######## entry_sequencer_flat ########
### config.mk
export PLATFORM = sky130hd
export DESIGN_NAME = entry_sequencer_flat
export DESIGN_NICKNAME = d
export VERILOG_FILES = /design/src/rtl/calc_pkg.sv /design/src/rtl/entry_sequencer_if.sv /design/src/rtl/key_debounce.sv /design/src/rtl/entry_sequencer.sv /design/src/flat_wrapper.sv
export SDC_FILE = /design/constraint.sdc
export NUM_CORES = 1
export LEC_CHECK = 0
export ABC_AREA = 1
export CORE_AREA = 2 2 92 94
export CTS_BUF_LIST = sky130_fd_sc_hd__clkbuf_8
export CTS_CLUSTER_SIZE = 30
export DETAILED_ROUTE_END_ITERATION = 8
export DIE_AREA = 0 0 94 96
export PLACE_DENSITY = 0.51
export SLEW_MARGIN = 20
export SYNTH_ARGS = -nofsm -noshare
export SYNTH_HDL_FRONTEND = slang
export SYNTH_HIERARCHICAL = 1
export SYNTH_SLANG_ARGS = --single-unit
export TNS_END_PERCENT = 5
### constraint.sdc
create_clock -name CLK -period 3.4 [get_ports CLK]
set_input_delay 0.51 -clock CLK [delete_from_list [all_inputs] [get_ports CLK]]
set_output_delay 0.51 -clock CLK [all_outputs]
set_load 0.02 [all_outputs]
### src/rtl/calc_pkg.sv
// Shared types and constants for the calculator operand-entry front end.
// Holds the entry FSM states, the step encodings and small state decoders.
package calc_pkg;

  localparam int OP_W = 8;

  typedef enum logic [2:0] {
    WAIT_A = 3'd0,
    LOAD_A = 3'd1,
    WAIT_B = 3'd2,
    LOAD_B = 3'd3,
    WAIT_Z = 3'd4,
    LOAD_Z = 3'd5
  } seq_state_t;

  localparam logic [1:0] STEP_A = 2'd0;
  localparam logic [1:0] STEP_B = 2'd1;
  localparam logic [1:0] STEP_Z = 2'd2;

  function automatic logic [1:0] state_step(input seq_state_t s);
    case (s)
      WAIT_A, LOAD_A: return STEP_A;
      WAIT_B, LOAD_B: return STEP_B;
      WAIT_Z, LOAD_Z: return STEP_Z;
      default:        return STEP_A;
    endcase
  endfunction

  // Successor WAIT state once a load pulse has completed; Z wraps back to A.
  function automatic seq_state_t next_wait(input seq_state_t s);
    case (s)
      LOAD_A:  return WAIT_B;
      LOAD_B:  return WAIT_Z;
      default: return WAIT_A;
    endcase
  endfunction

  function automatic logic is_load(input seq_state_t s);
    return (s == LOAD_A) || (s == LOAD_B) || (s == LOAD_Z);
  endfunction

endpackage

### src/rtl/entry_sequencer_if.sv
// Operand-entry bus: raw key/switch inputs and the load strobes toward the datapath.
// master = sequencer side, slave = stimulus/datapath side.
interface entry_sequencer_if;
  import calc_pkg::*;

  logic            key_n;
  logic [OP_W-1:0] sw;
  logic [OP_W-1:0] data;
  logic            loadA;
  logic            loadB;
  logic            loadZ;
  logic [1:0]      step;
  logic            busy;

  modport master (
    input  key_n, sw,
    output data, loadA, loadB, loadZ, step, busy
  );

  modport slave (
    output key_n, sw,
    input  data, loadA, loadB, loadZ, step, busy
  );

endinterface

### src/rtl/key_debounce.sv
// Two-flop synchronizer, stability-counter debounce and press detector for one key.
// press is a registered one-cycle strobe on a debounced 1->0 transition.
module key_debounce #(
  parameter int DEBOUNCE_CYCLES = 500000
) (
  input  logic CLK,
  input  logic CLR,
  input  logic key_n,
  output logic level,
  output logic press
);

  localparam int CW = (DEBOUNCE_CYCLES > 2) ? $clog2(DEBOUNCE_CYCLES) : 1;
  localparam logic [CW-1:0] CNT_MAX = CW'(DEBOUNCE_CYCLES - 1);

  logic [1:0]    sync;
  logic [CW-1:0] cnt;
  logic          key_s;

  assign key_s = sync[1];

  always_ff @(posedge CLK or posedge CLR) begin
    if (CLR) begin
      sync  <= 2'b11;
      level <= 1'b1;
      cnt   <= '0;
      press <= 1'b0;
    end else begin
      sync  <= {sync[0], key_n};
      press <= 1'b0;
      // Any cycle that agrees with the settled level restarts the stability window.
      if (key_s == level) begin
        cnt <= '0;
      end else if (cnt == CNT_MAX) begin
        level <= key_s;
        cnt   <= '0;
        press <= ~key_s;
      end else begin
        cnt <= cnt + 1'b1;
      end
    end
  end

endmodule

### src/rtl/entry_sequencer.sv
// Operand-entry front end: one debounced press steps A -> B -> Z, each producing a
// single active-low load pulse of PULSE_CYCLES with data held stable across it.
module entry_sequencer
  import calc_pkg::*;
#(
  parameter int DEBOUNCE_CYCLES = 500000,
  parameter int PULSE_CYCLES    = 4
) (
  input  logic               CLK,
  input  logic               CLR,
  entry_sequencer_if.master  bus
);

  localparam int PW = $clog2(PULSE_CYCLES + 1);
  localparam logic [PW-1:0] PULSE_END = PW'(PULSE_CYCLES);

  logic [1:0][OP_W-1:0] sw_sync;
  logic [OP_W-1:0]      sw_s;
  logic                 key_level;
  logic                 press;
  logic                 evt;

  seq_state_t           state;
  logic [PW-1:0]        pcnt;
  logic [OP_W-1:0]      data_q;
  logic [2:0]           load_n;

  key_debounce #(
    .DEBOUNCE_CYCLES(DEBOUNCE_CYCLES)
  ) u_key (
    .CLK   (CLK),
    .CLR   (CLR),
    .key_n (bus.key_n),
    .level (key_level),
    .press (press)
  );

  assign sw_s = sw_sync[1];
  // press already implies a low settled level; the qualifier keeps the two in lockstep.
  assign evt  = press & ~key_level;

  function automatic logic [2:0] load_mask(input seq_state_t s);
    case (s)
      LOAD_A:  return 3'b110;
      LOAD_B:  return 3'b101;
      LOAD_Z:  return 3'b011;
      default: return 3'b111;
    endcase
  endfunction

  always_ff @(posedge CLK or posedge CLR) begin
    if (CLR) begin
      sw_sync <= '0;
      state   <= WAIT_A;
      pcnt    <= '0;
      data_q  <= '0;
      load_n  <= 3'b111;
    end else begin
      sw_sync <= {sw_sync[0], bus.sw};
      case (state)
        WAIT_A: if (evt) begin
          state  <= LOAD_A;
          pcnt   <= '0;
          data_q <= sw_s;
        end
        WAIT_B: if (evt) begin
          state  <= LOAD_B;
          pcnt   <= '0;
          data_q <= sw_s;
        end
        // Z captures the adder result downstream, so the operand stays put.
        WAIT_Z: if (evt) begin
          state <= LOAD_Z;
          pcnt  <= '0;
        end
        LOAD_A, LOAD_B, LOAD_Z: begin
          if (pcnt == PULSE_END) begin
            load_n <= 3'b111;
            state  <= next_wait(state);
          end else begin
            load_n <= load_mask(state);
            pcnt   <= pcnt + 1'b1;
          end
        end
        default: begin
          state  <= WAIT_A;
          load_n <= 3'b111;
        end
      endcase
    end
  end

  assign bus.data  = data_q;
  assign bus.loadA = load_n[0];
  assign bus.loadB = load_n[1];
  assign bus.loadZ = load_n[2];
  assign bus.step  = state_step(state);
  assign bus.busy  = is_load(state);

endmodule
### src/flat_wrapper.sv
// flat-port wrapper written by rule: the top's interface ports become plain ports
module entry_sequencer_flat import calc_pkg::*;
#(
  parameter int DEBOUNCE_CYCLES = 500000,
  parameter int PULSE_CYCLES    = 4
)
  (CLK, CLR, bus_key_n, bus_sw, bus_data, bus_loadA, bus_loadB, bus_loadZ, bus_step, bus_busy);
  entry_sequencer_if bus_i ();
  input  logic CLK;
  input  logic CLR;
  input wire logic [$bits(bus_i.key_n)-1:0] bus_key_n;
  input wire logic [$bits(bus_i.sw)-1:0] bus_sw;
  output wire logic [$bits(bus_i.data)-1:0] bus_data;
  output wire logic [$bits(bus_i.loadA)-1:0] bus_loadA;
  output wire logic [$bits(bus_i.loadB)-1:0] bus_loadB;
  output wire logic [$bits(bus_i.loadZ)-1:0] bus_loadZ;
  output wire logic [$bits(bus_i.step)-1:0] bus_step;
  output wire logic [$bits(bus_i.busy)-1:0] bus_busy;
  assign bus_i.key_n = bus_key_n;
  assign bus_i.sw = bus_sw;
  assign bus_data = bus_i.data;
  assign bus_loadA = bus_i.loadA;
  assign bus_loadB = bus_i.loadB;
  assign bus_loadZ = bus_i.loadZ;
  assign bus_step = bus_i.step;
  assign bus_busy = bus_i.busy;
  entry_sequencer #(.DEBOUNCE_CYCLES(DEBOUNCE_CYCLES), .PULSE_CYCLES(PULSE_CYCLES)) u_core (.CLK(CLK), .CLR(CLR), .bus(bus_i));
endmodule
######## asym_fifo_ctrl ########
===== src/rtl/asym_fifo_ctrl.sv =====
// Byte-in / word-out FIFO controller driving an asymmetric dual-port RAM
// (narrow write port A, wide read port B) with a 2-entry registered output buffer.
module asym_fifo_ctrl #(
  parameter int unsigned WIDTHA     = 8,
  parameter int unsigned WIDTHB     = 32,
  parameter int unsigned ADDRWIDTHA = 8,
  parameter int unsigned ADDRWIDTHB = 6
) (
  input  logic                  clk,
  input  logic                  rst_n,
  input  logic                  flush,
  input  logic                  wr_valid,
  output logic                  wr_ready,
  input  logic [WIDTHA-1:0]     wr_data,
  output logic                  rd_valid,
  input  logic                  rd_ready,
  output logic [WIDTHB-1:0]     rd_data,
  output logic [ADDRWIDTHB:0]   level,
  output logic [$clog2(WIDTHB/WIDTHA)-1:0] partial,
  output logic                  ram_enA,
  output logic                  ram_weA,
  output logic [ADDRWIDTHA-1:0] ram_addrA,
  output logic [WIDTHA-1:0]     ram_diA,
  output logic                  ram_enB,
  output logic [ADDRWIDTHB-1:0] ram_addrB,
  input  logic [WIDTHB-1:0]     ram_doB
);

  localparam int unsigned RATIO = WIDTHB / WIDTHA;
  localparam int unsigned LOG2R = $clog2(RATIO);
  localparam int unsigned SIZEA = 2 ** ADDRWIDTHA;
  localparam int unsigned WPW   = ADDRWIDTHA + 1;
  localparam int unsigned RPW   = ADDRWIDTHB + 1;

  typedef enum logic {
    IDLE  = 1'b0,
    FETCH = 1'b1
  } seqState_e;

  seqState_e         state, stateNext;
  logic [WPW-1:0]    wrPtr;
  logic [RPW-1:0]    rdPtr;
  logic              readyEn;
  logic [1:0]        bufCnt, bufCntNext;
  logic [WIDTHB-1:0] bufHead, bufHeadNext;
  logic [WIDTHB-1:0] bufTail, bufTailNext;
  logic              rdValidQ;

  logic [WPW-1:0]    byteOcc;
  logic [RPW-1:0]    avail;
  logic [2:0]        slotsUsed;
  logic              full, accept, pop, push, issue, inFlight;

  // Occupancy in bytes; words already handed to port B no longer count.
  assign byteOcc  = wrPtr - {rdPtr, {LOG2R{1'b0}}};
  assign full     = (byteOcc == WPW'(SIZEA));
  assign wr_ready = readyEn && !full && !flush;
  assign accept   = wr_valid && wr_ready;

  assign avail    = wrPtr[ADDRWIDTHA:LOG2R] - rdPtr;
  assign inFlight = (state == FETCH);
  assign pop      = rdValidQ && rd_ready;
  assign push     = inFlight && !flush;

  // A word leaving the buffer this cycle frees its slot, giving 1 word/clk sustained.
  assign slotsUsed = {1'b0, bufCnt} + 3'(inFlight) - 3'(pop);
  assign issue     = !flush && (avail != '0) && (slotsUsed < 3'd2);

  assign ram_enA   = accept;
  assign ram_weA   = accept;
  assign ram_addrA = accept ? wrPtr[ADDRWIDTHA-1:0] : '0;
  assign ram_diA   = accept ? wr_data : '0;
  assign ram_enB   = issue;
  assign ram_addrB = issue ? rdPtr[ADDRWIDTHB-1:0] : '0;

  assign level    = avail;
  assign partial  = wrPtr[LOG2R-1:0];
  assign rd_valid = rdValidQ;
  assign rd_data  = bufHead;

  // Read sequencer: FETCH marks the cycle in which ram_doB carries an issued word.
  always_comb begin
    stateNext = state;
    case (state)
      IDLE:    stateNext = issue ? FETCH : IDLE;
      FETCH:   stateNext = issue ? FETCH : IDLE;
      default: stateNext = IDLE;
    endcase
  end

  // Output buffer update: head is the word presented on rd_data.
  always_comb begin
    bufCntNext  = bufCnt;
    bufHeadNext = bufHead;
    bufTailNext = bufTail;
    case ({push, pop})
      2'b10: begin
        if (bufCnt == 2'd0) bufHeadNext = ram_doB;
        else                bufTailNext = ram_doB;
        bufCntNext = bufCnt + 2'd1;
      end
      2'b01: begin
        bufHeadNext = bufTail;
        bufCntNext  = bufCnt - 2'd1;
      end
      2'b11: begin
        if (bufCnt == 2'd1) begin
          bufHeadNext = ram_doB;
        end else begin
          bufHeadNext = bufTail;
          bufTailNext = ram_doB;
        end
      end
      default: ;
    endcase
  end

  always_ff @(posedge clk or negedge rst_n) begin
    if (!rst_n) begin
      state    <= IDLE;
      wrPtr    <= '0;
      rdPtr    <= '0;
      readyEn  <= 1'b0;
      bufCnt   <= 2'd0;
      bufHead  <= '0;
      bufTail  <= '0;
      rdValidQ <= 1'b0;
    end else begin
      readyEn <= 1'b1;
      if (flush) begin
        state    <= IDLE;
        wrPtr    <= '0;
        rdPtr    <= '0;
        bufCnt   <= 2'd0;
        bufHead  <= '0;
        bufTail  <= '0;
        rdValidQ <= 1'b0;
      end else begin
        state    <= stateNext;
        bufCnt   <= bufCntNext;
        bufHead  <= bufHeadNext;
        bufTail  <= bufTailNext;
        rdValidQ <= (bufCntNext != 2'd0);
        if (accept) wrPtr <= wrPtr + WPW'(1);
        if (issue)  rdPtr <= rdPtr + RPW'(1);
      end
    end
  end

endmodule


===== config.mk =====
export PLATFORM = sky130hd
export DESIGN_NAME = asym_fifo_ctrl
export DESIGN_NICKNAME = d
export VERILOG_FILES = /design/src/rtl/asym_fifo_ctrl.sv
export SDC_FILE = /design/constraint.sdc
export NUM_CORES = 1
export LEC_CHECK = 0
export ABC_CLOCK_PERIOD_IN_PS = 3100
export CAP_MARGIN = 20
export CORE_ASPECT_RATIO = 1.75
export CORE_UTILIZATION = 44
export DETAILED_ROUTE_END_ITERATION = 16
export PLACE_DENSITY = 0.79
export SLEW_MARGIN = 0
export SYNTH_ARGS = -nofsm -noshare
export SYNTH_HDL_FRONTEND = slang
export SYNTH_SLANG_ARGS = --single-unit

===== constraint.sdc =====
create_clock -name clk -period 3.1 [get_ports clk]
set_input_delay 0.775 -clock clk [delete_from_list [all_inputs] [get_ports clk]]
set_output_delay 0.775 -clock clk [all_outputs]
set_load 0.005 [all_outputs]

######## neighbour_fetch ########
==> src/rtl/neighbour_fetch_pkg.sv <==
// Shared configuration for the neighbour fetch block: default widths,
// image sizes, FSM state encoding and a small state-decode helper.
package neighbour_fetch_pkg;

  localparam int NF_DATA_W = 16;
  localparam int NF_ADDR_W = 16;
  localparam int NF_DIM_W  = 16;

  // Image RAM depth (input) and scaled image size (output), in pixels.
  localparam int INPUT_IMAGE_SIZE  = 32'd4096;
  localparam int OUTPUT_IMAGE_SIZE = 32'd16384;

  typedef enum logic [2:0] {
    ST_IDLE = 3'd0,
    ST_A0   = 3'd1,
    ST_A1   = 3'd2,
    ST_A2   = 3'd3,
    ST_A3   = 3'd4,
    ST_CAP  = 3'd5,
    ST_OUT  = 3'd6
  } nf_state_e;

  // True for the four states that issue an image-RAM read.
  function automatic logic is_read_state(input nf_state_e s);
    case (s)
      ST_A0, ST_A1, ST_A2, ST_A3: is_read_state = 1'b1;
      default:                    is_read_state = 1'b0;
    endcase
  endfunction

endpackage

==> src/rtl/nf_addr_gen.sv <==
// Address generator for neighbour_fetch (purely combinational).
// Inputs : x, y, sw, sh      request coordinates (1-based) and image size
//          base_sel, col_sel row base and 1-based column of the read to address
// Outputs: range_err         coordinate outside 1..sw / 1..sh
//          x1                right-neighbour column, clamped at the right edge
//          row_base0/1       word address of row y and of row y1 (clamped)
//          addr_sel          base_sel + col_sel - 1
module nf_addr_gen
  import neighbour_fetch_pkg::*;
#(
  parameter int ADDR_W = NF_ADDR_W,
  parameter int DIM_W  = NF_DIM_W
) (
  input  logic [DIM_W-1:0]  x,
  input  logic [DIM_W-1:0]  y,
  input  logic [DIM_W-1:0]  sw,
  input  logic [DIM_W-1:0]  sh,
  input  logic [ADDR_W-1:0] base_sel,
  input  logic [DIM_W-1:0]  col_sel,
  output logic              range_err,
  output logic [DIM_W-1:0]  x1,
  output logic [ADDR_W-1:0] row_base0,
  output logic [ADDR_W-1:0] row_base1,
  output logic [ADDR_W-1:0] addr_sel
);

  localparam int PROD_W = 2 * DIM_W;

  logic [PROD_W-1:0] row_prod_s;

  // Range check, edge clamp and row-major address arithmetic.
  always_comb begin
    // Full-width product, then truncated to the RAM address width.
    row_prod_s = PROD_W'(y - DIM_W'(1'b1)) * PROD_W'(sw);
    row_base0  = ADDR_W'(row_prod_s);
    // The lower row is one stride further down unless y is already the bottom row.
    if (y < sh) begin
      row_base1 = row_base0 + ADDR_W'(sw);
    end else begin
      row_base1 = row_base0;
    end
    if (x < sw) begin
      x1 = x + DIM_W'(1'b1);
    end else begin
      x1 = x;
    end
    range_err = (x == {DIM_W{1'b0}}) || (y == {DIM_W{1'b0}}) || (x > sw) || (y > sh);
    addr_sel  = base_sel + ADDR_W'(col_sel - DIM_W'(1'b1));
  end

endmodule

==> src/rtl/neighbour_fetch.sv <==
// Fetches the 2x2 neighbourhood (x,y),(x+1,y),(x,y+1),(x+1,y+1) of a source
// pixel from a synchronous image RAM, clamping at the right/bottom edges.
// Ports: clk/reset (async active-low); sw_val/sh_val image size; req_valid,
// src_x, src_y, req_ready request handshake; mem_addr, mem_rd, mem_rdata RAM
// read port (data one cycle after mem_rd); imgmn, imgm1n, imgmn1, imgm1n1
// neighbourhood pixels; out_valid/out_ready output handshake; coord_err flags
// an out-of-range request (pixels forced to zero, no RAM reads).
module neighbour_fetch
  import neighbour_fetch_pkg::*;
#(
  parameter int DATA_W = NF_DATA_W,
  parameter int ADDR_W = NF_ADDR_W,
  parameter int DIM_W  = NF_DIM_W
) (
  input  logic              clk,
  input  logic              reset,
  input  logic [DIM_W-1:0]  sw_val,
  input  logic [DIM_W-1:0]  sh_val,
  input  logic              req_valid,
  input  logic [DIM_W-1:0]  src_x,
  input  logic [DIM_W-1:0]  src_y,
  output logic              req_ready,
  output logic [ADDR_W-1:0] mem_addr,
  output logic              mem_rd,
  input  logic [DATA_W-1:0] mem_rdata,
  output logic [DATA_W-1:0] imgmn,
  output logic [DATA_W-1:0] imgm1n,
  output logic [DATA_W-1:0] imgmn1,
  output logic [DATA_W-1:0] imgm1n1,
  output logic              out_valid,
  input  logic              out_ready,
  output logic              coord_err
);

  nf_state_e         state_r, state_nx_s;
  logic [DIM_W-1:0]  x_r, y_r, sw_r, sh_r, x1_r;
  logic [ADDR_W-1:0] base0_r, base1_r, mem_addr_r;
  logic              mem_rd_r, out_valid_r, coord_err_r;
  logic [DATA_W-1:0] pix00_r, pix10_r, pix01_r, pix11_r;

  logic [DIM_W-1:0]  gx_s, gy_s, gsw_s, gsh_s, x1_s, col_sel_s;
  logic [ADDR_W-1:0] row_base0_s, row_base1_s, base_sel_s, addr_sel_s;
  logic              range_err_s, accept_s, addr_load_s;

  // Address generator sees the live request while idle, the held one otherwise.
  always_comb begin
    if (state_r == ST_IDLE) begin
      gx_s  = src_x;
      gy_s  = src_y;
      gsw_s = sw_val;
      gsh_s = sh_val;
    end else begin
      gx_s  = x_r;
      gy_s  = y_r;
      gsw_s = sw_r;
      gsh_s = sh_r;
    end
  end

  nf_addr_gen #(
    .ADDR_W (ADDR_W),
    .DIM_W  (DIM_W)
  ) u_addr_gen (
    .x         (gx_s),
    .y         (gy_s),
    .sw        (gsw_s),
    .sh        (gsh_s),
    .base_sel  (base_sel_s),
    .col_sel   (col_sel_s),
    .range_err (range_err_s),
    .x1        (x1_s),
    .row_base0 (row_base0_s),
    .row_base1 (row_base1_s),
    .addr_sel  (addr_sel_s)
  );

  // Next state and the address of the read issued in the next state.
  always_comb begin
    state_nx_s  = state_r;
    accept_s    = 1'b0;
    addr_load_s = 1'b0;
    base_sel_s  = base0_r;
    col_sel_s   = x_r;
    case (state_r)
      ST_IDLE: begin
        if (req_valid) begin
          accept_s = 1'b1;
          if (range_err_s) begin
            state_nx_s = ST_OUT;
          end else begin
            // First read uses the freshly computed row base, not the registers.
            state_nx_s  = ST_A0;
            addr_load_s = 1'b1;
            base_sel_s  = row_base0_s;
            col_sel_s   = src_x;
          end
        end else begin
          state_nx_s = ST_IDLE;
        end
      end
      ST_A0: begin
        state_nx_s  = ST_A1;
        addr_load_s = 1'b1;
        base_sel_s  = base0_r;
        col_sel_s   = x1_r;
      end
      ST_A1: begin
        state_nx_s  = ST_A2;
        addr_load_s = 1'b1;
        base_sel_s  = base1_r;
        col_sel_s   = x_r;
      end
      ST_A2: begin
        state_nx_s  = ST_A3;
        addr_load_s = 1'b1;
        base_sel_s  = base1_r;
        col_sel_s   = x1_r;
      end
      ST_A3:  state_nx_s = ST_CAP;
      ST_CAP: state_nx_s = ST_OUT;
      ST_OUT: begin
        if (out_ready) begin
          state_nx_s = ST_IDLE;
        end else begin
          state_nx_s = ST_OUT;
        end
      end
      default: state_nx_s = ST_IDLE;
    endcase
  end

  // State register.
  always_ff @(posedge clk or negedge reset) begin
    if (!reset) begin
      state_r <= ST_IDLE;
    end else begin
      state_r <= state_nx_s;
    end
  end

  // Request capture, RAM read port, pixel capture and output flags.
  always_ff @(posedge clk or negedge reset) begin
    if (!reset) begin
      x_r         <= {DIM_W{1'b0}};
      y_r         <= {DIM_W{1'b0}};
      sw_r        <= {DIM_W{1'b0}};
      sh_r        <= {DIM_W{1'b0}};
      x1_r        <= {DIM_W{1'b0}};
      base0_r     <= {ADDR_W{1'b0}};
      base1_r     <= {ADDR_W{1'b0}};
      mem_addr_r  <= {ADDR_W{1'b0}};
      mem_rd_r    <= 1'b0;
      pix00_r     <= {DATA_W{1'b0}};
      pix10_r     <= {DATA_W{1'b0}};
      pix01_r     <= {DATA_W{1'b0}};
      pix11_r     <= {DATA_W{1'b0}};
      out_valid_r <= 1'b0;
      coord_err_r <= 1'b0;
    end else begin
      if (accept_s) begin
        x_r     <= src_x;
        y_r     <= src_y;
        sw_r    <= sw_val;
        sh_r    <= sh_val;
        x1_r    <= x1_s;
        base0_r <= row_base0_s;
        base1_r <= row_base1_s;
      end
      // Address only moves when a read is issued; otherwise it holds.
      if (addr_load_s) begin
        mem_addr_r <= addr_sel_s;
      end
      mem_rd_r <= is_read_state(state_nx_s);
      // RAM data lags its read by one cycle, so each capture is one state late.
      case (state_r)
        ST_IDLE: begin
          if (accept_s && range_err_s) begin
            pix00_r <= {DATA_W{1'b0}};
            pix10_r <= {DATA_W{1'b0}};
            pix01_r <= {DATA_W{1'b0}};
            pix11_r <= {DATA_W{1'b0}};
          end
        end
        ST_A1:   pix00_r <= mem_rdata;
        ST_A2:   pix10_r <= mem_rdata;
        ST_A3:   pix01_r <= mem_rdata;
        ST_CAP:  pix11_r <= mem_rdata;
        default: begin
        end
      endcase
      out_valid_r <= (state_nx_s == ST_OUT);
      if (state_r == ST_OUT) begin
        coord_err_r <= coord_err_r & ~out_ready;
      end else begin
        coord_err_r <= accept_s & range_err_s;
      end
    end
  end

  // Ready is gated by reset so it reads low while reset is held.
  assign req_ready = reset & (state_r == ST_IDLE);
  assign mem_addr  = mem_addr_r;
  assign mem_rd    = mem_rd_r;
  assign imgmn     = pix00_r;
  assign imgm1n    = pix10_r;
  assign imgmn1    = pix01_r;
  assign imgm1n1   = pix11_r;
  assign out_valid = out_valid_r;
  assign coord_err = coord_err_r;

endmodule

==> config.mk <==
export PLATFORM = sky130hd
export DESIGN_NAME = neighbour_fetch
export DESIGN_NICKNAME = d
export VERILOG_FILES = /design/src/rtl/neighbour_fetch_pkg.sv /design/src/rtl/nf_addr_gen.sv /design/src/rtl/neighbour_fetch.sv
export SDC_FILE = /design/constraint.sdc
export NUM_CORES = 1
export LEC_CHECK = 0
export CORE_AREA = 2 2 218 220
export DETAILED_ROUTE_END_ITERATION = 6
export DIE_AREA = 0 0 220 222
export SKIP_CTS_REPAIR_TIMING = 1
export SLEW_MARGIN = 40
export SYNTH_ARGS = -nofsm -noshare
export SYNTH_HDL_FRONTEND = slang
export SYNTH_SLANG_ARGS = --single-unit
==> constraint.sdc <==
create_clock -name clk -period 10.3 [get_ports clk]
set_input_delay 2.575 -clock clk [delete_from_list [all_inputs] [get_ports clk]]
set_output_delay 2.575 -clock clk [all_outputs]
set_load 0.02 [all_outputs]
######## fe_pipe_ctrl ########
$ cat config.mk
export PLATFORM = sky130hd
export DESIGN_NAME = fe_pipe_ctrl
export DESIGN_NICKNAME = d
export VERILOG_FILES = /design/src/rtl/fe_pipe_ctrl.sv
export SDC_FILE = /design/constraint.sdc
export NUM_CORES = 1
export LEC_CHECK = 0
export CAP_MARGIN = 0
export CORE_ASPECT_RATIO = 1.75
export CORE_MARGIN = 5
export CORE_UTILIZATION = 32
export DETAILED_ROUTE_END_ITERATION = 16
export PLACE_DENSITY = 0.86
export SKIP_CTS_REPAIR_TIMING = 1
export SLEW_MARGIN = 25
export SYNTH_ARGS = -nofsm -noshare
export SYNTH_HDL_FRONTEND = slang
export SYNTH_SLANG_ARGS = --single-unit
$ cat constraint.sdc
create_clock -name clk -period 1.6 [get_ports clk]
set_input_delay 0.4 -clock clk [delete_from_list [all_inputs] [get_ports clk]]
set_output_delay 0.4 -clock clk [all_outputs]
set_load 0.01 [all_outputs]
$ cat src/rtl/fe_pipe_ctrl.sv
// -----------------------------------------------------------------------------
// fe_pipe_ctrl
//
// Purpose
//   Fetch-pipeline sequencer between the decode/execute/memory/writeback
//   stall and flush sources and the fetch-to-decode pipeline register.
//   Simultaneous redirect requests are arbitrated by fixed priority
//   (exception > interrupt > misprediction > decode branch). The winning PC
//   and cause are registered. The block then issues a one-cycle flush and
//   holds decode on a bubble until instruction memory returns the first word
//   at the new PC, or until the refill timeout expires. An interrupt that
//   loses arbitration is remembered in irq_pend and taken on a later RUN
//   cycle.
//
// Parameters
//   REFILL_TO  refill timeout in cycles (4-bit counter, legal 1..15)
//   IRQ_VEC    interrupt redirect PC
//
// Ports
//   clk                      clock; all state updates on posedge
//   cpurst                   asynchronous active-high reset
//   de_stall, de_store_load_conflict, exe_store_load_conflict,
//   readram_stall, mem_stall, mult_stall      stall sources
//   mem2wb_exp_ffout, exp_pc                  writeback exception + handler PC
//   interrupt                                 level interrupt request
//   branch_predict_err, bpe_pc                misprediction + corrected PC
//   de2fe_branch, br_pc                       decode taken branch + target
//   imem_rsp_valid                            instruction memory word returned
//   fet_stall                 merged stall (combinational)
//   fet_flush                 flush pulse to fetch and decode
//   redirect_valid            load redirect_pc into the fetch PC
//   redirect_pc               new fetch PC
//   redirect_cause            0 branch, 1 mispredict, 2 interrupt, 3 exception
//   fe2de_bubble              force NOP into decode
//   refill_timeout            one-cycle pulse when refill gave up waiting
//   flush_cnt, stall_cnt      performance counters
//
// Configuration
//   FE_CTRL_PERF_EN  when defined, flush_cnt counts FLUSH cycles and
//                    stall_cnt counts cycles with fet_stall=1 (both wrap).
//                    When undefined, both outputs are tied to zero.
// -----------------------------------------------------------------------------
module fe_pipe_ctrl #(
   parameter int unsigned REFILL_TO = 15,
   parameter logic [31:0] IRQ_VEC   = 32'h0000_0040
) (
   input  logic        clk,
   input  logic        cpurst,
   input  logic        de_stall,
   input  logic        de_store_load_conflict,
   input  logic        exe_store_load_conflict,
   input  logic        readram_stall,
   input  logic        mem_stall,
   input  logic        mult_stall,
   input  logic        mem2wb_exp_ffout,
   input  logic [31:0] exp_pc,
   input  logic        interrupt,
   input  logic        branch_predict_err,
   input  logic [31:0] bpe_pc,
   input  logic        de2fe_branch,
   input  logic [31:0] br_pc,
   input  logic        imem_rsp_valid,
   output logic        fet_stall,
   output logic        fet_flush,
   output logic        redirect_valid,
   output logic [31:0] redirect_pc,
   output logic [1:0]  redirect_cause,
   output logic        fe2de_bubble,
   output logic        refill_timeout,
   output logic [31:0] flush_cnt,
   output logic [31:0] stall_cnt
);

   typedef enum logic [1:0] {
      ST_RUN    = 2'd0,
      ST_FLUSH  = 2'd1,
      ST_REFILL = 2'd2
   } state_t;

   localparam logic [1:0] CAUSE_BR   = 2'd0;
   localparam logic [1:0] CAUSE_BPE  = 2'd1;
   localparam logic [1:0] CAUSE_IRQ  = 2'd2;
   localparam logic [1:0] CAUSE_EXP  = 2'd3;
   localparam logic [3:0] REFILL_LIM = 4'(REFILL_TO);

   state_t      r_state;
   state_t      w_state_nxt;
   logic        r_irq_pend;
   logic        w_irq_pend_nxt;
   logic        w_irq_req;
   logic [3:0]  r_refill_cnt;
   logic [3:0]  w_refill_cnt_nxt;
   logic [3:0]  w_cnt_inc;
   logic        w_load;
   logic [31:0] w_load_pc;
   logic [1:0]  w_load_cause;
   logic        w_timeout;
   logic        w_stall_any;

   logic        r_fet_flush;
   logic        r_redirect_valid;
   logic [31:0] r_redirect_pc;
   logic [1:0]  r_redirect_cause;
   logic        r_fe2de_bubble;
   logic        r_refill_timeout;

   // A pending interrupt and a fresh interrupt request compete identically.
   assign w_irq_req = interrupt | r_irq_pend;
   assign w_cnt_inc = r_refill_cnt + 4'd1;

   // Stall merge. Suppressed during FLUSH so the flush is never held off,
   // and during reset so every output reads zero while cpurst is high.
   assign w_stall_any = de_stall | de_store_load_conflict | exe_store_load_conflict |
                        readram_stall | mem_stall | mult_stall;
   assign fet_stall   = w_stall_any & (r_state != ST_FLUSH) & ~cpurst;

   // NOTE: every signal driven here gets a default first; a path that leaves
   // one unassigned would infer a latch.
   always_comb begin
      w_state_nxt      = r_state;
      w_irq_pend_nxt   = r_irq_pend | interrupt;
      w_refill_cnt_nxt = r_refill_cnt;
      w_load           = 1'b0;
      w_load_pc        = exp_pc;
      w_load_cause     = CAUSE_EXP;
      w_timeout        = 1'b0;

      case (r_state)
         ST_RUN: begin
            if (mem2wb_exp_ffout) begin
               w_load = 1'b1;
            end else if (w_irq_req) begin
               w_load         = 1'b1;
               w_load_pc      = IRQ_VEC;
               w_load_cause   = CAUSE_IRQ;
               w_irq_pend_nxt = 1'b0;
            end else if (branch_predict_err) begin
               w_load       = 1'b1;
               w_load_pc    = bpe_pc;
               w_load_cause = CAUSE_BPE;
            end else if (de2fe_branch) begin
               w_load       = 1'b1;
               w_load_pc    = br_pc;
               w_load_cause = CAUSE_BR;
            end
            if (w_load) begin
               w_state_nxt = ST_FLUSH;
            end
         end

         ST_FLUSH: begin
            // Only an exception can preempt a redirect already in flight.
            w_refill_cnt_nxt = 4'd0;
            if (mem2wb_exp_ffout) begin
               w_load = 1'b1;
            end else begin
               w_state_nxt = ST_REFILL;
            end
         end

         ST_REFILL: begin
            if (mem2wb_exp_ffout) begin
               w_load           = 1'b1;
               w_state_nxt      = ST_FLUSH;
               w_refill_cnt_nxt = 4'd0;
            end else if (imem_rsp_valid) begin
               w_state_nxt = ST_RUN;
            end else if (w_cnt_inc >= REFILL_LIM) begin
               // Counter saturates at the limit and the wait is abandoned.
               w_refill_cnt_nxt = REFILL_LIM;
               w_state_nxt      = ST_RUN;
               w_timeout        = 1'b1;
            end else begin
               w_refill_cnt_nxt = w_cnt_inc;
            end
         end

         default: begin
            w_state_nxt = ST_RUN;
         end
      endcase
   end

   // NOTE: sequential state uses non-blocking assignments so every flop
   // samples the pre-edge values regardless of statement order.
   always_ff @(posedge clk or posedge cpurst) begin
      if (cpurst) begin
         r_state          <= ST_RUN;
         r_irq_pend       <= 1'b0;
         r_refill_cnt     <= 4'd0;
         r_fet_flush      <= 1'b0;
         r_redirect_valid <= 1'b0;
         r_redirect_pc    <= 32'd0;
         r_redirect_cause <= CAUSE_BR;
         r_fe2de_bubble   <= 1'b0;
         r_refill_timeout <= 1'b0;
      end else begin
         r_state          <= w_state_nxt;
         r_irq_pend       <= w_irq_pend_nxt;
         r_refill_cnt     <= w_refill_cnt_nxt;
         // Outputs are registered from the next state so they line up
         // exactly with the state they describe.
         r_fet_flush      <= (w_state_nxt == ST_FLUSH);
         r_redirect_valid <= (w_state_nxt == ST_FLUSH);
         r_fe2de_bubble   <= (w_state_nxt != ST_RUN);
         r_refill_timeout <= w_timeout;
         if (w_load) begin
            r_redirect_pc    <= w_load_pc;
            r_redirect_cause <= w_load_cause;
         end
      end
   end

   assign fet_flush      = r_fet_flush;
   assign redirect_valid = r_redirect_valid;
   assign redirect_pc    = r_redirect_pc;
   assign redirect_cause = r_redirect_cause;
   assign fe2de_bubble   = r_fe2de_bubble;
   assign refill_timeout = r_refill_timeout;

`ifdef FE_CTRL_PERF_EN
   logic [31:0] r_flush_cnt;
   logic [31:0] r_stall_cnt;

   always_ff @(posedge clk or posedge cpurst) begin
      if (cpurst) begin
         r_flush_cnt <= 32'd0;
         r_stall_cnt <= 32'd0;
      end else begin
         if (r_state == ST_FLUSH) begin
            r_flush_cnt <= r_flush_cnt + 32'd1;
         end
         if (fet_stall) begin
            r_stall_cnt <= r_stall_cnt + 32'd1;
         end
      end
   end

   assign flush_cnt = r_flush_cnt;
   assign stall_cnt = r_stall_cnt;
`else
   assign flush_cnt = 32'd0;
   assign stall_cnt = 32'd0;
`endif

endmodule

fe_pipe_ctrl, routing congestion:
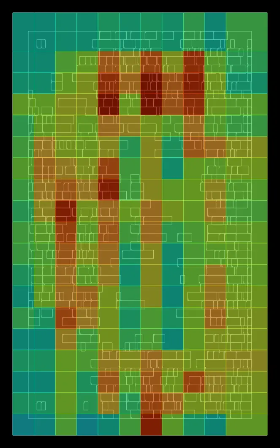
met1 GRT Util: 16.4%
total global-route track usage: 17.2%
met2 global-route usage: 33.7%
GR peak layer: met2
Final Core Density: 55.7%

==> results.py, fe_pipe_ctrl <==
# Auto-generated metrics
metrics = {
    "layout": {
        "logic_gates": 286,
        "layout-drive-gt1-share_pct": 17.8,
        "stdcell_count": 655,
        "buffers": 189,
        "area_growth_pct": 72.0,
        "final_cell_mix": "102 x clkdlybuf4s50_1, 64 x conb_1, 59 x a21oi_1, 50 x nor2_1, 44 x dfrtp_1",
        "mi_logic_area_sq_um": 1610,
        "largest_class": "non-clock buffers",
    },
    "outcome": {
        "status": "finished, violations left",
        "violations": "negative setup slack",
    },
    "global_routing": {
        "grt_max_degree": 45,
    },
    "drt": {
        "vias": 3122,
        "top_signal_layer_used": "met4",
        "drt-met1-wl_microns": 3650,
        "wl_microns": 11000,
        "drc": 0,
        "wl_met2_microns": 5950,
    },
    "setup_path": {
        "cp-startpoint": "mult_stall",
        "end_kind": "output pin",
    },
    "die": {
        "fp-utilization_pct": 32.4,
        "taps": 120,
    },
    "logic_synthesis": {
        "synth_top_flop_cell": "dfrtp_1",
        "mux_share_pct": 0.342,
        "syn_inst": 361,
        "yosys.area.top_type": "dfrtp_1",
        "numSynthFlops": 44,
        "simple_gate_share_pct": 14.4,
        "yosys_area_sq_um": 2930,
    },
    "timing": {
        "hold_viol": 0,
        "grt_setup_unrepaired": "yes",
        "fin_ws_ns": -0.157,
        "setup_violations": 33,
    },
    "hold_path": {
        "hold_path_class": "register to register",
        "min_delay_worst_endpoint": "redirect_cause[0]",
        "min_path_cells": 1,
    },
    "placed_design": {
        "hpwl_microns": 8230,
    },
    "flow_run": {
        "drv_cap": 0,
    },
}
fe_pipe_ctrl: worst max-delay path, cell delays in order:
cell and delay (ns):
buf_6 0.09, or4_4 0.52, nor3_2 0.16, nor3_1 0.06, buf_2 0.14
fe_pipe_ctrl: stage by stage:
| step | hold WS (ns) | TNS [ns] | instance area [sq um] | setup WS [ns] |
|---|---|---|---|---|
| global placement | 0.480 | -24.52 | 4540 | -0.792 |
| floorplan | 0.508 | -0.0110 | 3170 | -0.0110 |
| finish | 0.494 | -2.86 | 5040 | -0.157 |
| detailed placement | 0.496 | -26.07 | 4540 | -0.789 |
| CTS | 0.509 | -14.75 | 4690 | -0.782 |
| global route | 0.546 | -5.81 | 5040 | -0.204 |
fe_pipe_ctrl: state kept, by name (all words and copies together) (netlist names):
signal	flops
redirect_cause	2
redirect_valid	1
refill_timeout	1
r_state	2
redirect_pc	32
fe2de_bubble	1
r_refill_cnt	4
r_irq_pend	1
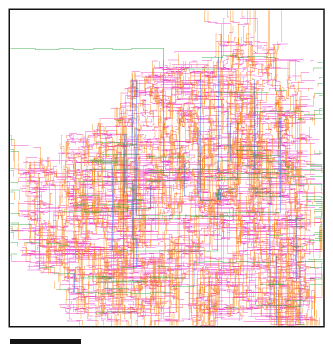
neighbour_fetch: signal wires by layer
Bar = 50 microns.
Key: blue = M4 [wire length 1620 microns]; magenta = M1 [wire length 22.1 mm]; green = M3 [wire length 2390 microns]; orange = M2 [wire length 23.2 mm]
wire length per cell: 17.5 microns
DR vias: 14200
Routed WL: 49300 microns
total global-route track usage: 20.9%

==> results.py, neighbour_fetch <==
# Auto-generated metrics
metrics = {
    "outcome": {
        "status": "finished, final reports clean",
    },
    "setup_path": {
        "critPathKind": "input pin to register",
        "crit_fanout": 5,
        "cp-startpoint": "src_y[4]",
        "r2r-end": "mem_addr[14]",
        "cp.required_ns": 10.72,
    },
    "timing": {
        "holdWs_ns": 0.477,
    },
    "global_routing": {
        "grt_pass1_vias": 14400,
        "antenna_found_initial": 0,
    },
    "die": {
        "rows": 79,
        "fp.dieH_microns": 222,
        "chip_area_sq_um": 48800,
    },
    "flow_run": {
        "drv_cap": 0,
        "warning_count": 28,
    },
    "drt": {
        "first_pass_iters": 7,
        "drt-met1-wl_microns": 22100,
    },
    "logic_synthesis": {
        "synthTopCellsByArea": "dfrtp_1 31%, nand2_1 13%, fa_1 10%, ha_1 9.8%, inv_1 4.6%",
        "syn-cell-area_sq_um": 16100,
        "yosys-top-cells-count": "550 x nand2_1, 198 x dfrtp_1, 196 x inv_1",
    },
    "placed_design": {
        "port_buffers": 167,
        "hpwl_microns": 38400,
        "dpl_cell_area_sq_um": 19200,
    },
    "hold_path": {
        "worstHoldStart": "sw_r[3]",
        "hold_path_class": "register to register",
    },
    "layout": {
        "seqCellArea_sq_um": 4950,
        "utilization_pct": 43.1,
        "n_antenna_cell": 0,
    },
    "clock_network": {
        "cts_max_level": 4,
    },
}
neighbour_fetch: layout by cell type, fill, tap and decap left out, drive strengths merged, types with 6 or more instances in the layout:
cell | netlist | layout
nand3 | 15 | 15
clkinv | 5 | 13
mux2i | 60 | 60
o21bai | 8 | 8
a22oi | 16 | 16
fa | 82 | 82
clkdlybuf4s50 | 0 | 163
xor2 | 23 | 23
inv | 199 | 205
clkbuf | 63 | 18
nor2 | 112 | 112
a221oi | 7 | 7
nor4 | 16 | 16
nand2 | 551 | 551
buf | 20 | 132
nor3 | 22 | 22
xnor3 | 6 | 6
nand2b | 11 | 11
dfrtp | 198 | 198
xnor2 | 58 | 58
a31oi | 8 | 8
and2 | 19 | 19
a21oi | 64 | 64
a22o | 10 | 10
or3 | 6 | 6
mux2 | 6 | 6
o21ai | 146 | 146
ha | 127 | 127
a21o | 13 | 13
neighbour_fetch: worst max-delay path by stage:
stage / endpoint
3_5_place_dp: mem_addr[15]
2_1_floorplan: mem_addr[14]
3_3_place_gp: mem_addr[15]
4_1_cts: mem_addr[15]
5_1_grt: mem_addr[14]
6_report: mem_addr[14]
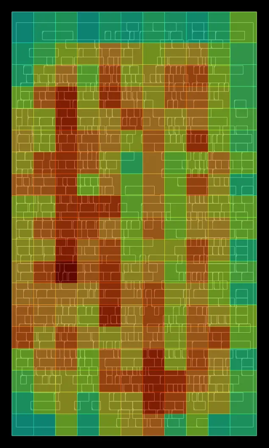
asym_fifo_ctrl: routing congestion
total global-route track usage: 25.6%
GR peak layer: met2
met1 GRT Util: 27.0%
wire length per cell: 17.0 microns

==> results.py, asym_fifo_ctrl <==
# Auto-generated metrics
metrics = {
    "outcome": {
        "violations": "negative setup slack",
        "status": "finished, violations left",
    },
    "timing": {
        "setup_violations": 38,
        "post-route-period-util_pct": 126,
        "hold_viol": 0,
        "fin_ws_ns": -0.796,
    },
    "layout": {
        "final.fill_count": 687,
        "final_area_sq_um": 6700,
    },
    "logic_synthesis": {
        "yosys.area.top_type": "dfrtp_1",
        "xor_share_pct": 1.57,
        "yosys_area_sq_um": 4380,
        "mux_share_pct": 0.714,
        "synth_nets": 552,
    },
    "drt": {
        "first_pass_iters": 4,
    },
    "setup_path": {
        "end_kind": "output pin",
    },
    "clock_network": {
        "cts.sinks": 85,
    },
}
==> asym_fifo_ctrl: synthesized netlist by cell type, types with 2 or more instances <==
library cell,instances
inv_1,20
o21ai_1,8
nand2_1,106
dfrtp_1,85
or3_1,10
o41ai_1,2
or3b_1,3
and3_1,3
nand2b_1,5
nor2_1,19
xnor2_1,3
clkbuf_1,24
fa_1,2
nor4_1,4
nor2b_1,2
o31ai_1,2
buf_4,4
and2_1,14
a22oi_1,32
nor3_1,7
buf_2,2
o21ai_0,34
nand3_1,6
ha_1,15
xor2_1,3
mux2i_1,2
a21oi_1,52
buf_1,2
==> asym_fifo_ctrl: routing by layer <==
metal / up-vias / wire length (microns)
li1: 2007 / -
met4: 0 / 416
met3: 31 / 608
met5: - / 0
met2: 165 / 7550
met1: 2067 / 4760
==> asym_fifo_ctrl: path summary, 6_finish.rpt <==
kind	from	to
setup / recovery	wrPtr[2]	ram_addrB[3]
hold / removal	rst_n	rd_data[31]
setup reg to reg	wrPtr[2]	wrPtr[7]
hold reg to reg	rd_data[22]	rd_data[22]
max in group asynchronous	rst_n	rdPtr[5]
min in group clk	rd_data[22]	rd_data[22]
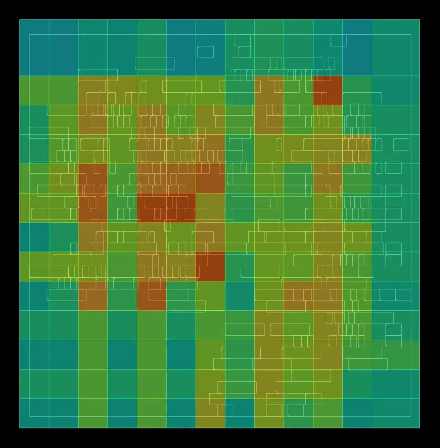
entry_sequencer_flat: routing congestion
met1 GRT Util: 15.8%
total global-route track usage: 11.6%

==> results.py, entry_sequencer_flat <==
# Auto-generated metrics
metrics = {
    "outcome": {
        "status": "finished, final reports clean",
    },
    "setup_path": {
        "path_buffers": 1,
        "critPathKind": "register to output pin",
        "regToRegStartpoint": "u_core/u_key/cnt[0]",
        "critPathArrivalTime_ns": 1.85,
        "end_kind": "output pin",
        "path_cells": "nor2_8 > nand2_2 > nand2_1 > clkdlybuf4s50_1",
        "cp-startpoint": "u_core/state[0]",
    },
    "timing": {
        "grt_setup_unrepaired": "no",
        "slew_viol_final": 0,
        "finalSetupTns_ns": 0,
        "holdWs_ns": 0.354,
    },
    "drt": {
        "drtIter0Drc": 99,
        "first_pass_iters": 4,
        "drc": 0,
        "drt-met1-wl_microns": 2320,
    },
    "placed_design": {
        "dp_cells": 408,
    },
    "logic_synthesis": {
        "yosys.area.top_type": "dfrtp_1",
        "synth_nets": 295,
        "async_flop_share_pct": 100,
        "yosysWarnings": 6,
        "ys_types": 28,
    },
    "clock_network": {
        "numCtsBuffers": 5,
        "clk_pin_slew_worst_paths_ns": 0.11,
        "cts_resized": 0,
        "clk_latency_ns": 0.31,
        "root_buffer": "clkbuf_8",
        "holdBufCountCts": 0,
        "cts_max_level": 2,
    },
    "layout": {
        "lay_top_count": "nand2_1",
        "top_register": "u_core/u_key/cnt",
        "area_growth_pct": 16.9,
        "n_antenna_cell": 0,
        "largest_register_ffs": 19,
        "layout-drive-gt1-share_pct": 17.4,
        "nets": 324,
    },
    "global_routing": {
        "grt_pass1_vias": 1751,
    },
    "flow_run": {
        "drv_cap": 0,
    },
}
==> entry_sequencer_flat: worst paths after layout <==
path                            slack [ns]  depth (start not counted)             endpoint
min in group asynchronous             0.60                          3       u_core/pcnt[1]
worst max register to register        1.91                          6  u_core/u_key/cnt[0]
max in group asynchronous             2.15                          2  u_core/u_key/cnt[0]
worst min-delay path                  0.35                          0       u_core/sw_s[1]
worst min register to register        0.35                          0       u_core/sw_s[1]
worst max-delay path                  1.04                          4          bus_step[0]
==> entry_sequencer_flat: cell families after synthesis <==
logic type      share of synthesized area [%]
fa+ha+maj                                1.45
xor+xnor                                 3.34
compound gates                           3.19
buf+inv                                  6.67
flops                                    54.4
simple gates                             30.9
==> entry_sequencer_flat: stage by stage <==
step	setup WS [ns]
after floorplan	2.02
after global placement	1.39
after detailed placement	1.37
after CTS	1.01
after global routing	0.933
final	1.04

==> gallery <==
Placement by cell class.
image #1
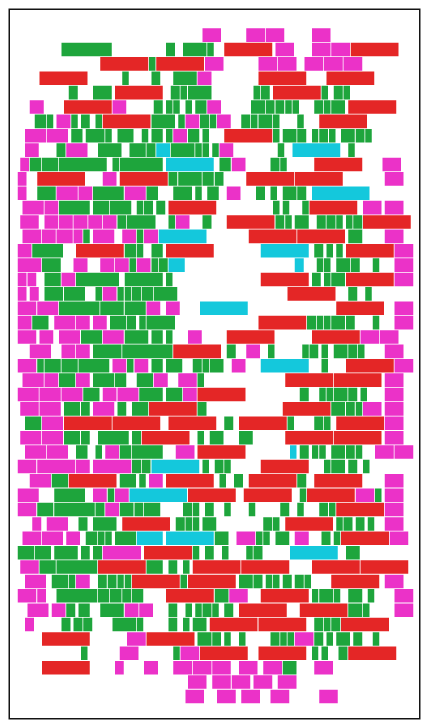
image #2
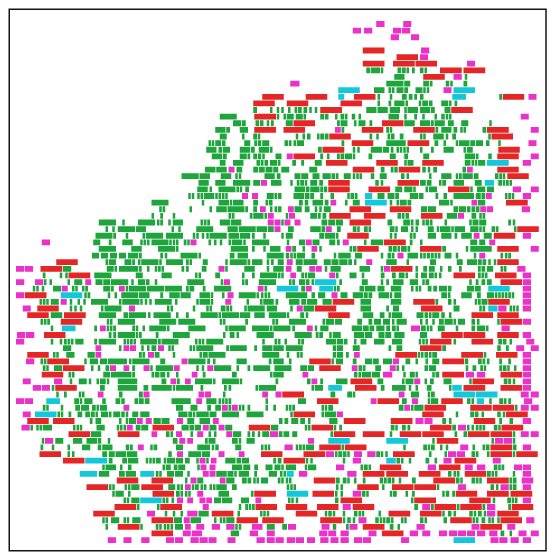
image #3
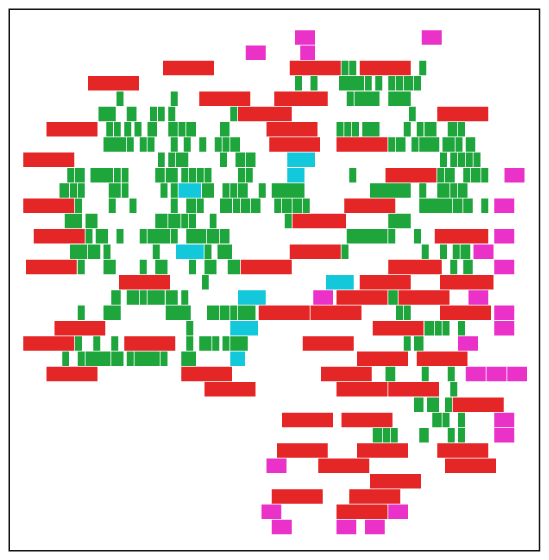
image #4
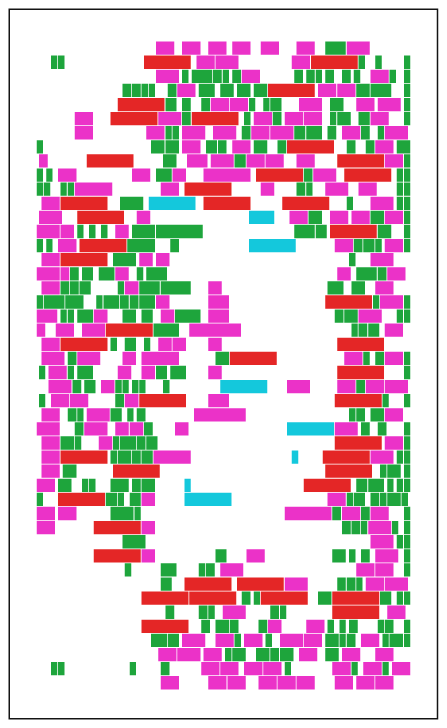
Of these, fewest sequential cells: image #4
Of these, most cells: image #2
Image #3 comes from entry_sequencer_flat.
Image #2 comes from neighbour_fetch.
Image #1 comes from asym_fifo_ctrl.
Image #4 comes from fe_pipe_ctrl.



## Gallery

Register map, names as in the netlist.
Bar = 20 microns. Other sequential cells in the stronger gray, the rest of the logic in the fainter gray.
panel A
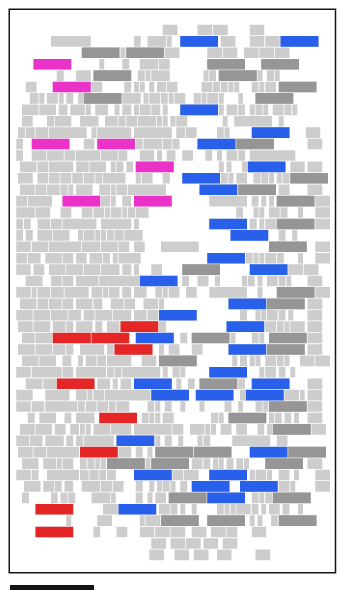
panel B
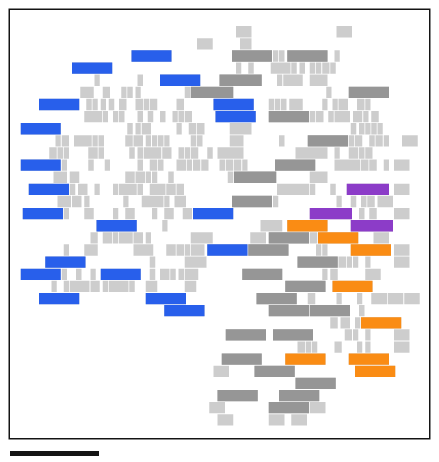
panel C
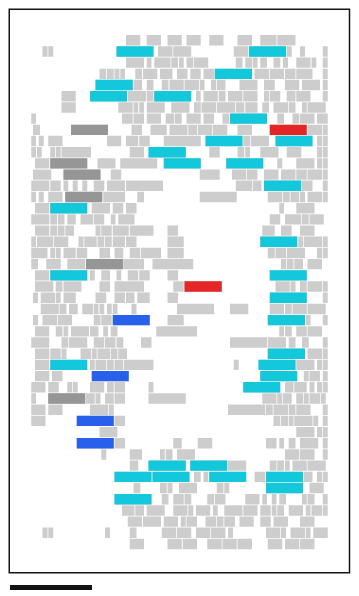
Of these, fewest sequential cells: panel C
Of these, most cells: panel A
Panel A is asym_fifo_ctrl.
Panel B is entry_sequencer_flat.
Panel C is fe_pipe_ctrl.

Key to panel A:
Key: magenta = `rdPtr` [flops 7, where top left]; red = `wrPtr` [flops 9]; blue = `bufTail` [flops 32]

